# ---- memory_arbiter ----
**src/rtl/memory_arbiter.sv**
```systemverilog
// Arbiter sharing one RAM port between fetch and data requesters.
// Optional MEM_ARB_STATS_EN adds per-port completion counters.
module memory_arbiter #(
  parameter int ADDR_W  = 32,
  parameter int DATA_W  = 32,
  parameter int TIMEOUT = 16
) (
  input  logic              CLK,
  input  logic              nRST,
  input  logic              iREN,
  input  logic [ADDR_W-1:0] iaddr,
  input  logic              dREN,
  input  logic              dWEN,
  input  logic [ADDR_W-1:0] daddr,
  input  logic [DATA_W-1:0] dstore,
  output logic              iwait,
  output logic              dwait,
  output logic [DATA_W-1:0] iload,
  output logic [DATA_W-1:0] dload,
  output logic              ram_REN,
  output logic              ram_WEN,
  output logic [ADDR_W-1:0] ram_addr,
  output logic [DATA_W-1:0] ram_store,
  input  logic [DATA_W-1:0] ram_load,
  input  logic [1:0]        ram_state,
  output logic              mem_err,
  output logic [31:0]       iaccess_cnt,
  output logic [31:0]       daccess_cnt
);

  typedef enum logic [1:0] {
    IDLE = 2'd0,
    IACC = 2'd1,
    DACC = 2'd2,
    ERR  = 2'd3
  } state_t;

  localparam logic [1:0] RS_ACCESS = 2'd2;
  localparam logic [1:0] RS_ERROR  = 2'd3;
  localparam int WD_W = (TIMEOUT > 2) ? $clog2(TIMEOUT) : 1;
  localparam logic [WD_W-1:0] WD_MAX = WD_W'(TIMEOUT - 1);

  state_t          state;
  logic [WD_W-1:0] wd;

  logic req_d;
  logic acc;
  logic greq;
  logic i_done;
  logic d_done;

  always_comb begin
    req_d  = dREN | dWEN;
    acc    = (ram_state == RS_ACCESS);
    greq   = (state == IACC) ? iREN : req_d;
    i_done = (state == IACC) & acc & iREN;
    d_done = (state == DACC) & acc & req_d;
  end

  always_ff @(posedge CLK or negedge nRST) begin
    if (!nRST) begin
      state <= IDLE;
      wd    <= '0;
    end else begin
      unique case (state)
        IDLE: begin
          wd <= '0;
          if (req_d)
            state <= DACC;
          else if (iREN)
            state <= IACC;
        end
        IACC, DACC: begin
          if (ram_state == RS_ERROR) begin
            state <= ERR;
          end else if (!greq) begin
            state <= IDLE;
            wd    <= '0;
          end else if (acc) begin
            state <= IDLE;
          end else if (wd == WD_MAX) begin
            state <= ERR;
          end else begin
            wd <= wd + 1'b1;
          end
        end
        ERR: state <= ERR;
      endcase
    end
  end

  always_comb begin
    ram_REN   = 1'b0;
    ram_WEN   = 1'b0;
    ram_addr  = '0;
    ram_store = '0;
    unique case (state)
      IACC: begin
        ram_REN  = 1'b1;
        ram_addr = iaddr;
      end
      DACC: begin
        ram_WEN   = dWEN;
        ram_REN   = dREN & ~dWEN;
        ram_addr  = daddr;
        ram_store = dstore;
      end
      default: ;
    endcase
  end

  // Waits follow the raw enables, so ERR stalls any requester forever
  assign iwait   = iREN  & ~((state == IACC) & acc);
  assign dwait   = req_d & ~((state == DACC) & acc);
  assign iload   = i_done ? ram_load : '0;
  assign dload   = d_done ? ram_load : '0;
  assign mem_err = (state == ERR);

`ifdef MEM_ARB_STATS_EN
  logic [31:0] icnt;
  logic [31:0] dcnt;

  always_ff @(posedge CLK or negedge nRST) begin
    if (!nRST) begin
      icnt <= '0;
      dcnt <= '0;
    end else begin
      if (i_done)
        icnt <= icnt + 32'd1;
      if (d_done)
        dcnt <= dcnt + 32'd1;
    end
  end

  assign iaccess_cnt = icnt;
  assign daccess_cnt = dcnt;
`else
  assign iaccess_cnt = '0;
  assign daccess_cnt = '0;
`endif

endmodule

```
**config.mk**
```make
export PLATFORM = sky130hd
export DESIGN_NAME = memory_arbiter
export DESIGN_NICKNAME = d
export VERILOG_FILES = /design/src/rtl/memory_arbiter.sv
export SDC_FILE = /design/constraint.sdc
export NUM_CORES = 1
export LEC_CHECK = 0
export CAP_MARGIN = 20
export CELL_PAD_IN_SITES_DETAIL_PLACEMENT = 0
export CELL_PAD_IN_SITES_GLOBAL_PLACEMENT = 2
export CORE_ASPECT_RATIO = 0.9
export CORE_MARGIN = 1
export CORE_UTILIZATION = 10
export CTS_BUF_LIST = sky130_fd_sc_hd__clkbuf_8 sky130_fd_sc_hd__clkbuf_16
export DETAILED_ROUTE_END_ITERATION = 8
export MAX_ROUTING_LAYER = met4
export PLACE_DENSITY_LB_ADDON = 0.1
export SETUP_SLACK_MARGIN = 0.5
export SKIP_CTS_REPAIR_TIMING = 1
export SLEW_MARGIN = 20
export SYNTH_ARGS = -nofsm -noshare
export SYNTH_HDL_FRONTEND = slang
export SYNTH_SLANG_ARGS = --single-unit
```
**constraint.sdc**
```tcl
create_clock -name CLK -period 6 [get_ports CLK]
set_clock_uncertainty 0.2 [all_clocks]
set_input_delay 1.2 -clock CLK [delete_from_list [all_inputs] [get_ports CLK]]
set_output_delay 1.2 -clock CLK [all_outputs]
set_load 0.02 [all_outputs]
```
### Routing congestion, memory_arbiter

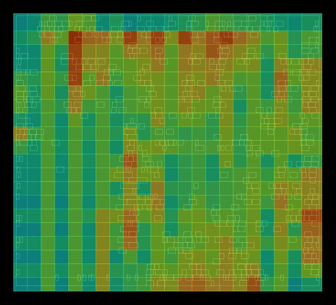
Util after Layout: 23.8%
routing usage on met2: 20.9%

### Sequential cells grouped by signal name, memory_arbiter

Bar = 50 µm. Other cells in grey.
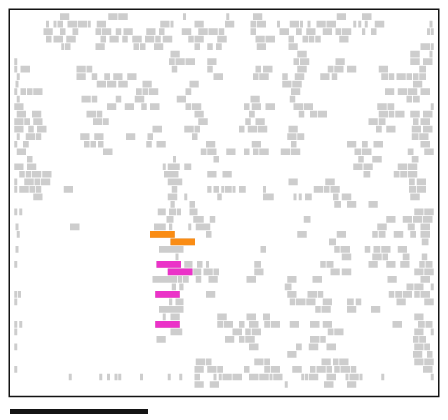
Key: wd = magenta [sequential cells 4]; state = orange [sequential cells 2]

stage by stage:
step,util (%),power [mW],setup WS (ps),hold slack (ps),cells
finish,23.8,1.53,1250,369,840
global route,23.8,1.64,1080,420,840
CTS,23.7,1.56,1210,372,840
detailed placement,23.4,1.45,1220,360,837
global placement,23.4,1.46,1210,349,837
floorplan,-,0.867,2500,317,365
path summary, 6_finish.rpt:
| kind | slack (ps) | endpoint | cells past startpoint | from |
|---|---|---|---|---|
| worst min-delay path | 370 | wd[1]$_DFFE_PN0P_ | 2 | wd[1]$_DFFE_PN0P_ |
| worst max register to register | 3410 | wd[3]$_DFFE_PN0P_ | 6 | state[1]$_DFFE_PN0P_ |
| worst max-delay path | 1250 | dload[13] | 7 | ram_state[1] |
| max in group asynchronous | 4370 | state[1]$_DFFE_PN0P_ | 1 | nRST |
| worst min register to register | 370 | wd[1]$_DFFE_PN0P_ | 2 | wd[1]$_DFFE_PN0P_ |
| min in group asynchronous | 1020 | wd[1]$_DFFE_PN0P_ | 1 | nRST |
state kept, by name, summed over array words and instances, names as in the netlist:
signal and flops:
wd 4, state 2
==> impl_metrics.py <==
# Auto-generated metrics
metrics = {
    "layout": {
        "area_share_nonclk_buffers_pct": 54.9,
        "clk_share_pct": 1.53,
        "mi_logic_area_um2": 1620,
        "inverters_excl_clock": 4,
        "diodes": 0,
        "comb_area_share_pct": 32.9,
        "flop_area_um2": 150,
        "dominant_cells": "non-clock buffers",
        "area_growth_pct": 133,
        "fin_nets": 696,
        "nClkBuffers": 3,
        "lay_top_count": "clkdlybuf4s50_1",
        "final_area_um2": 4920,
    },
    "setup_path": {
        "worstSetupEndpointType": "output pin",
        "critPathArrivalTime_ps": 3350,
        "cp_common_cell": "clkdlybuf4s50_1",
        "crit_fanout": 32,
        "required_ps": 4600,
        "worstSetupPathType": "primary input to output pin",
    },
    "drt": {
        "topRoutingLayerUsed": "met4",
        "wl_met3_um": 992,
        "num_vias": 2765,
        "drc": 0,
        "ant_nets": 0,
        "drt-wirelength-per-cell_um": 14.2,
        "drt_iter0_markers": 96,
        "wl_met1_um": 4130,
    },
    "synth": {
        "ys_async_sr_fraction_pct": 100,
        "yosysSeqAreaShare_pct": 7.12,
        "synth_adder_area_share_pct": 2.97,
        "synthTopCellsByArea": "and2_1, buf_4, a22oi_1",
        "flop_cell": "dfrtp_1",
        "ys_sh_aoi_pct": 17.0,
        "synth_warnings": 0,
        "top_cells_by_count": "and2_1, buf_4, nor2b_1",
        "top_area_cell": "and2_1",
        "top_cell_area_share_pct": 28.8,
        "mux_area_share_pct": 0.475,
        "most_common_cell": "and2_1",
    },
    "final_timing": {
        "fin_crit_sh_pct": 79.2,
        "fmax_mhz": 210,
        "maxSlewViolCount": 0,
        "rsz0062_at_grt": "false",
        "finalHoldViolations": 0,
        "period_needed_ps": 4750,
        "final.setup.tns_ps": 0,
    },
    "global_route": {
        "grt_util_met1_pct": 10.1,
        "gr-max-usage-layer": "met2",
        "grt_pass1_vias": 2613,
        "grt_pass1_wl_um": 16500,
    },
    "clock_tree": {
        "cts_tree": "built",
        "cts.root.buffer_cell": "clkbuf_16",
        "htree_levels": 1,
        "clk_path_buf_depth": 2,
        "cts_buffers": 3,
        "clock_sinks": 6,
    },
    "power": {
        "comb_power_share_pct": 88.4,
        "p_clk_mw": 0.106,
        "p_int_mw": 0.776,
        "pg_comb_mw": 1.35,
        "power_frac_seq_pct": 4.7,
        "power.leakage_nw": 1.87,
    },
    "status": {
        "outcome": "finished clean",
    },
    "placement": {
        "gp_congestion": 0.821,
        "dpl.hpwl_um": 10000,
        "io_buffers": 267,
    },
    "floorplan": {
        "core_area_um2": 20700,
    },
}

# ---- counter_seq_ctrl ----
### Wiring heat map, counter_seq_ctrl

Bar = 20 µm. The die is cut into 12 by 12 equal tiles; dark blue is low, red is high, scaled to the fullest tile. Values are wire area over tile area, all layers added.
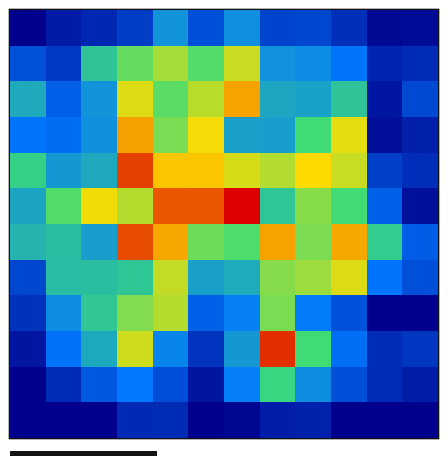
### Cell classes on the final placement, counter_seq_ctrl

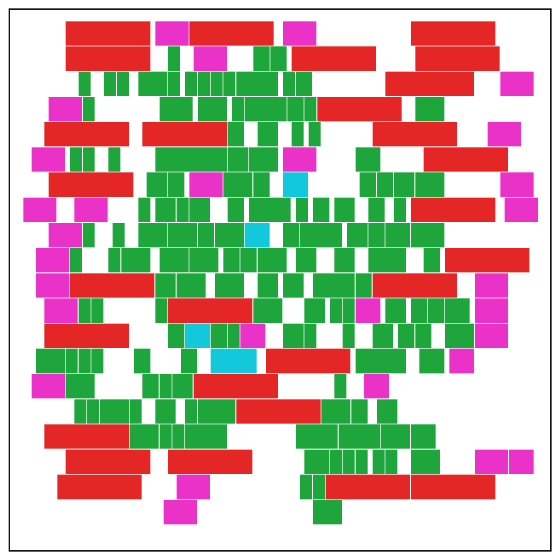
### Metal layers overlaid, counter_seq_ctrl

Bar = 20 µm.
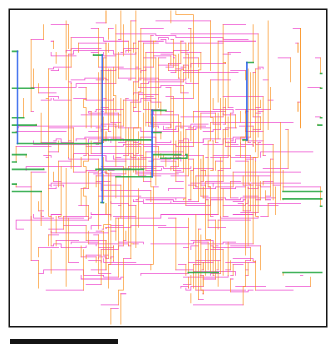
<file path="src/rtl/counter_seq_ctrl.sv">
// Sequencer for the 4-bit enable/clear counter: drives en/nclr from start/stop/clear commands.
// Optional roll-over counter output `wraps` is built when COUNTER_SEQ_WRAP_CNT_EN is defined.
module counter_seq_ctrl #(
  parameter int unsigned CNT_W   = 4,
  parameter int unsigned LEN_W   = 8,
  parameter int unsigned CLR_CYC = 2
) (
  input  logic             clk,
  input  logic             nclr,
  input  logic             start,
  input  logic             stop,
  input  logic             clr_req,
  input  logic [LEN_W-1:0] run_len,
  input  logic [CNT_W-1:0] countv,
  output logic             cnt_en,
  output logic             cnt_nclr,
  output logic             busy,
  output logic             done,
`ifdef COUNTER_SEQ_WRAP_CNT_EN
  output logic [7:0]       wraps,
`endif
  output logic [LEN_W-1:0] elapsed
);

  // state | meaning
  // IDLE  | counter released, waiting for start or clear
  // CLEAR | cnt_nclr held low for CLR_CYC cycles
  // RUN   | cnt_en high, elapsed counting up
  // PAUSE | run suspended, elapsed held
  // DONE  | one-cycle completion pulse
  typedef enum logic [2:0] {
    S_IDLE  = 3'd0,
    S_CLEAR = 3'd1,
    S_RUN   = 3'd2,
    S_PAUSE = 3'd3,
    S_DONE  = 3'd4
  } state_t;

  localparam int unsigned CLR_W = 4;

  state_t             state, state_nxt;
  logic [LEN_W-1:0]   len_q, len_nxt;
  logic [LEN_W-1:0]   elapsed_nxt;
  logic               pending, pending_nxt;
  logic [CLR_W-1:0]   clr_cnt, clr_cnt_nxt;
  logic               clr_entry;

  always_ff @(posedge clk or negedge nclr) begin
    if (!nclr) begin
      state    <= S_IDLE;
      len_q    <= '0;
      elapsed  <= '0;
      pending  <= 1'b0;
      clr_cnt  <= '0;
      cnt_en   <= 1'b0;
      cnt_nclr <= 1'b1;
      busy     <= 1'b0;
      done     <= 1'b0;
    end else begin
      state    <= state_nxt;
      len_q    <= len_nxt;
      elapsed  <= elapsed_nxt;
      pending  <= pending_nxt;
      clr_cnt  <= clr_cnt_nxt;
      cnt_en   <= (state_nxt == S_RUN);
      cnt_nclr <= (state_nxt != S_CLEAR);
      busy     <= (state_nxt == S_CLEAR) || (state_nxt == S_RUN) || (state_nxt == S_PAUSE);
      done     <= (state_nxt == S_DONE);
    end
  end

  always_comb begin
    state_nxt   = state;
    len_nxt     = len_q;
    elapsed_nxt = elapsed;
    pending_nxt = pending;
    clr_cnt_nxt = clr_cnt;
    clr_entry   = 1'b0;

    case (state)
      S_IDLE: begin
        if (clr_req) begin
          pending_nxt = 1'b0;
          clr_entry   = 1'b1;
        end else if (start) begin
          len_nxt     = run_len;
          elapsed_nxt = '0;
          pending_nxt = 1'b1;
          clr_entry   = 1'b1;
        end
      end
      S_CLEAR: begin
        if (clr_req) begin
          pending_nxt = 1'b0;
          clr_entry   = 1'b1;
        end else if (clr_cnt == '0) begin
          pending_nxt = 1'b0;
          if (!pending)           state_nxt = S_IDLE;
          else if (len_q == '0)   state_nxt = S_DONE;
          else                    state_nxt = S_RUN;
        end else begin
          clr_cnt_nxt = clr_cnt - CLR_W'(1);
        end
      end
      S_RUN: begin
        // the enable cycle being issued now is counted even if it is interrupted
        elapsed_nxt = elapsed + LEN_W'(1);
        if (clr_req) begin
          pending_nxt = 1'b0;
          clr_entry   = 1'b1;
        end else if (stop) begin
          state_nxt = S_PAUSE;
        end else if (elapsed == len_q - LEN_W'(1)) begin
          state_nxt = S_DONE;
        end
      end
      S_PAUSE: begin
        if (clr_req) begin
          pending_nxt = 1'b0;
          clr_entry   = 1'b1;
        end else if (!stop && start) begin
          // a stop on the final enable cycle leaves nothing to resume
          state_nxt = (elapsed == len_q) ? S_DONE : S_RUN;
        end
      end
      S_DONE: begin
        state_nxt = S_IDLE;
      end
      default: begin
        state_nxt = S_IDLE;
      end
    endcase

    if (clr_entry) begin
      state_nxt   = S_CLEAR;
      clr_cnt_nxt = CLR_W'(CLR_CYC - 1);
    end
  end

`ifdef COUNTER_SEQ_WRAP_CNT_EN
  always_ff @(posedge clk or negedge nclr) begin
    if (!nclr) begin
      wraps <= '0;
    end else if (clr_entry) begin
      wraps <= '0;
    end else if (cnt_en && (&countv) && (wraps != 8'hFF)) begin
      wraps <= wraps + 8'd1;
    end
  end
`else
  logic unused_countv;
  assign unused_countv = ^countv;
`endif

endmodule

</file>
<file path="config.mk">
export PLATFORM = sky130hd
export DESIGN_NAME = counter_seq_ctrl
export DESIGN_NICKNAME = d
export VERILOG_FILES = /design/src/rtl/counter_seq_ctrl.sv
export SDC_FILE = /design/constraint.sdc
export NUM_CORES = 1
export LEC_CHECK = 0
export CORE_UTILIZATION = 52
export CTS_CLUSTER_SIZE = 12
export DETAILED_ROUTE_END_ITERATION = 16
export PLACE_DENSITY = 0.76
export REMOVE_ABC_BUFFERS = 1
export SLEW_MARGIN = 15
export SYNTH_ARGS = -nofsm -noshare
export SYNTH_HDL_FRONTEND = slang
export SYNTH_SLANG_ARGS = --single-unit
</file>
<file path="constraint.sdc">
create_clock -name clk -period 2.4 [get_ports clk]
set_clock_uncertainty 0.1 [all_clocks]
set_input_delay 0.48 -clock clk [delete_from_list [all_inputs] [get_ports clk]]
set_output_delay 0.48 -clock clk [all_outputs]
set_load 0.01 [all_outputs]
</file>
==> impl_metrics.py <==
# Auto-generated metrics
metrics = {
    "status": {
        "outcome": "finished clean",
    },
    "placement": {
        "dp.cells": 247,
    },
    "layout": {
        "area_growth_pct": 20.1,
        "inverters_excl_clock": 5,
        "flops": 28,
        "flop_area_um2": 702,
        "lay_top_count": "nand2_1",
    },
    "drt": {
        "drt-wirelength-per-cell_um": 14.0,
        "wl_met2_um": 1780,
        "wl_met1_um": 1550,
    },
    "setup_path": {
        "path_buffers": 1,
        "required_ps": 2510,
        "critPathSlowestCell": "dfrtp_1",
        "crit_fanout": 5,
        "r2r-start": "len_q[0]$_DFFE_PN0P_",
    },
    "floorplan": {
        "initCoreUtil_pct": 54.4,
        "taps": 44,
    },
    "global_route": {
        "grt_util_met1_pct": 29.0,
        "use_met2_pct": 38.1,
        "gr-total-overflow": 0,
    },
    "synth": {
        "syn_avg_cell_area_um2": 9.10,
        "most_common_cell": "nand2_1",
        "synth-edff-count": 0,
    },
    "clock_tree": {
        "cts_tree": "built",
        "ctsResizeCount": 0,
    },
    "final_timing": {
        "finalHoldViolations": 0,
        "maxSlewViolCount": 0,
        "final.setup.tns_ps": 0,
        "fin_ws_ps": 163,
    },
    "power": {
        "p_int_mw": 1.11,
        "p_switching_mw": 0.800,
    },
    "run": {
        "warning_count": 31,
    },
}
## Picture notes: 'Wiring heat map' of counter_seq_ctrl
The densest ninth of the die: centre. The mean over all tiles is 0.16. 9.0% of the tiles are nearly empty. The emptiest ninth of the die: south-east. The fullest tile reaches 0.46.

## Picture notes: 'Cell classes on the final placement' of counter_seq_ctrl
Key: remaining buffers and delay cells = magenta [cells 29, share of their area 14%]; combinational and other logic = green [cells 146, share of their area 47%]; clock drivers and dummy loads = cyan [cells 4, share of their area 1.9%]; sequential cells = red [cells 28, share of their area 36%]

## Picture notes: 'Metal layers overlaid' of counter_seq_ctrl
Key: metal 3 = green [wire length 115 µm]; metal 2 = orange [wire length 1780 µm]; metal 1 = magenta [wire length 1550 µm]; metal 4 = blue [wire length 70.7 µm]

==> power by group through the flow <==
stage               Combinational [mW]  Sequential [mW]  Clock, mW
floorplan                        0.553            0.820          0
global placement                 0.795            0.836          0
detailed placement               0.828            0.844          0
CTS                              0.837            0.836      0.241
global route                     0.927            0.862      0.259
finish                           0.842            0.841      0.231
==> logic make-up (layout without fill, tap and decap cells) <==
kind of cell | count (synthesis) | count (layout) | synth area share [%]
and+or+nand+nor | 88 | 88 | 27.4
DFF | 28 | 28 | 42.6
AOI/OAI and AO/OA | 27 | 27 | 11.3
xor gates and xnor gates | 19 | 19 | 10.1
buffers and inverters | 12 | 38 | 3.42
adders and majority gates | 5 | 5 | 3.80
muxes | 2 | 2 | 1.37
==> flip-flops by register name, summed over array words and instances (netlist names) <==
name / flops
pending: 1
busy: 1
len_q: 8
elapsed: 8
clr_cnt: 4
done: 1
state: 3
cnt_en: 1
cnt_nclr: 1
==> worst reg2reg max path, stage by stage, from the launching register on <==
cell	delay, ps
dfrtp_1	470
inv_1	100
ha_1	330
xnor2_1	130
nor4_1	200
o2111ai_1	240
o31ai_2	390
a211oi_1	150

Power and IR drop assume default switching activity.
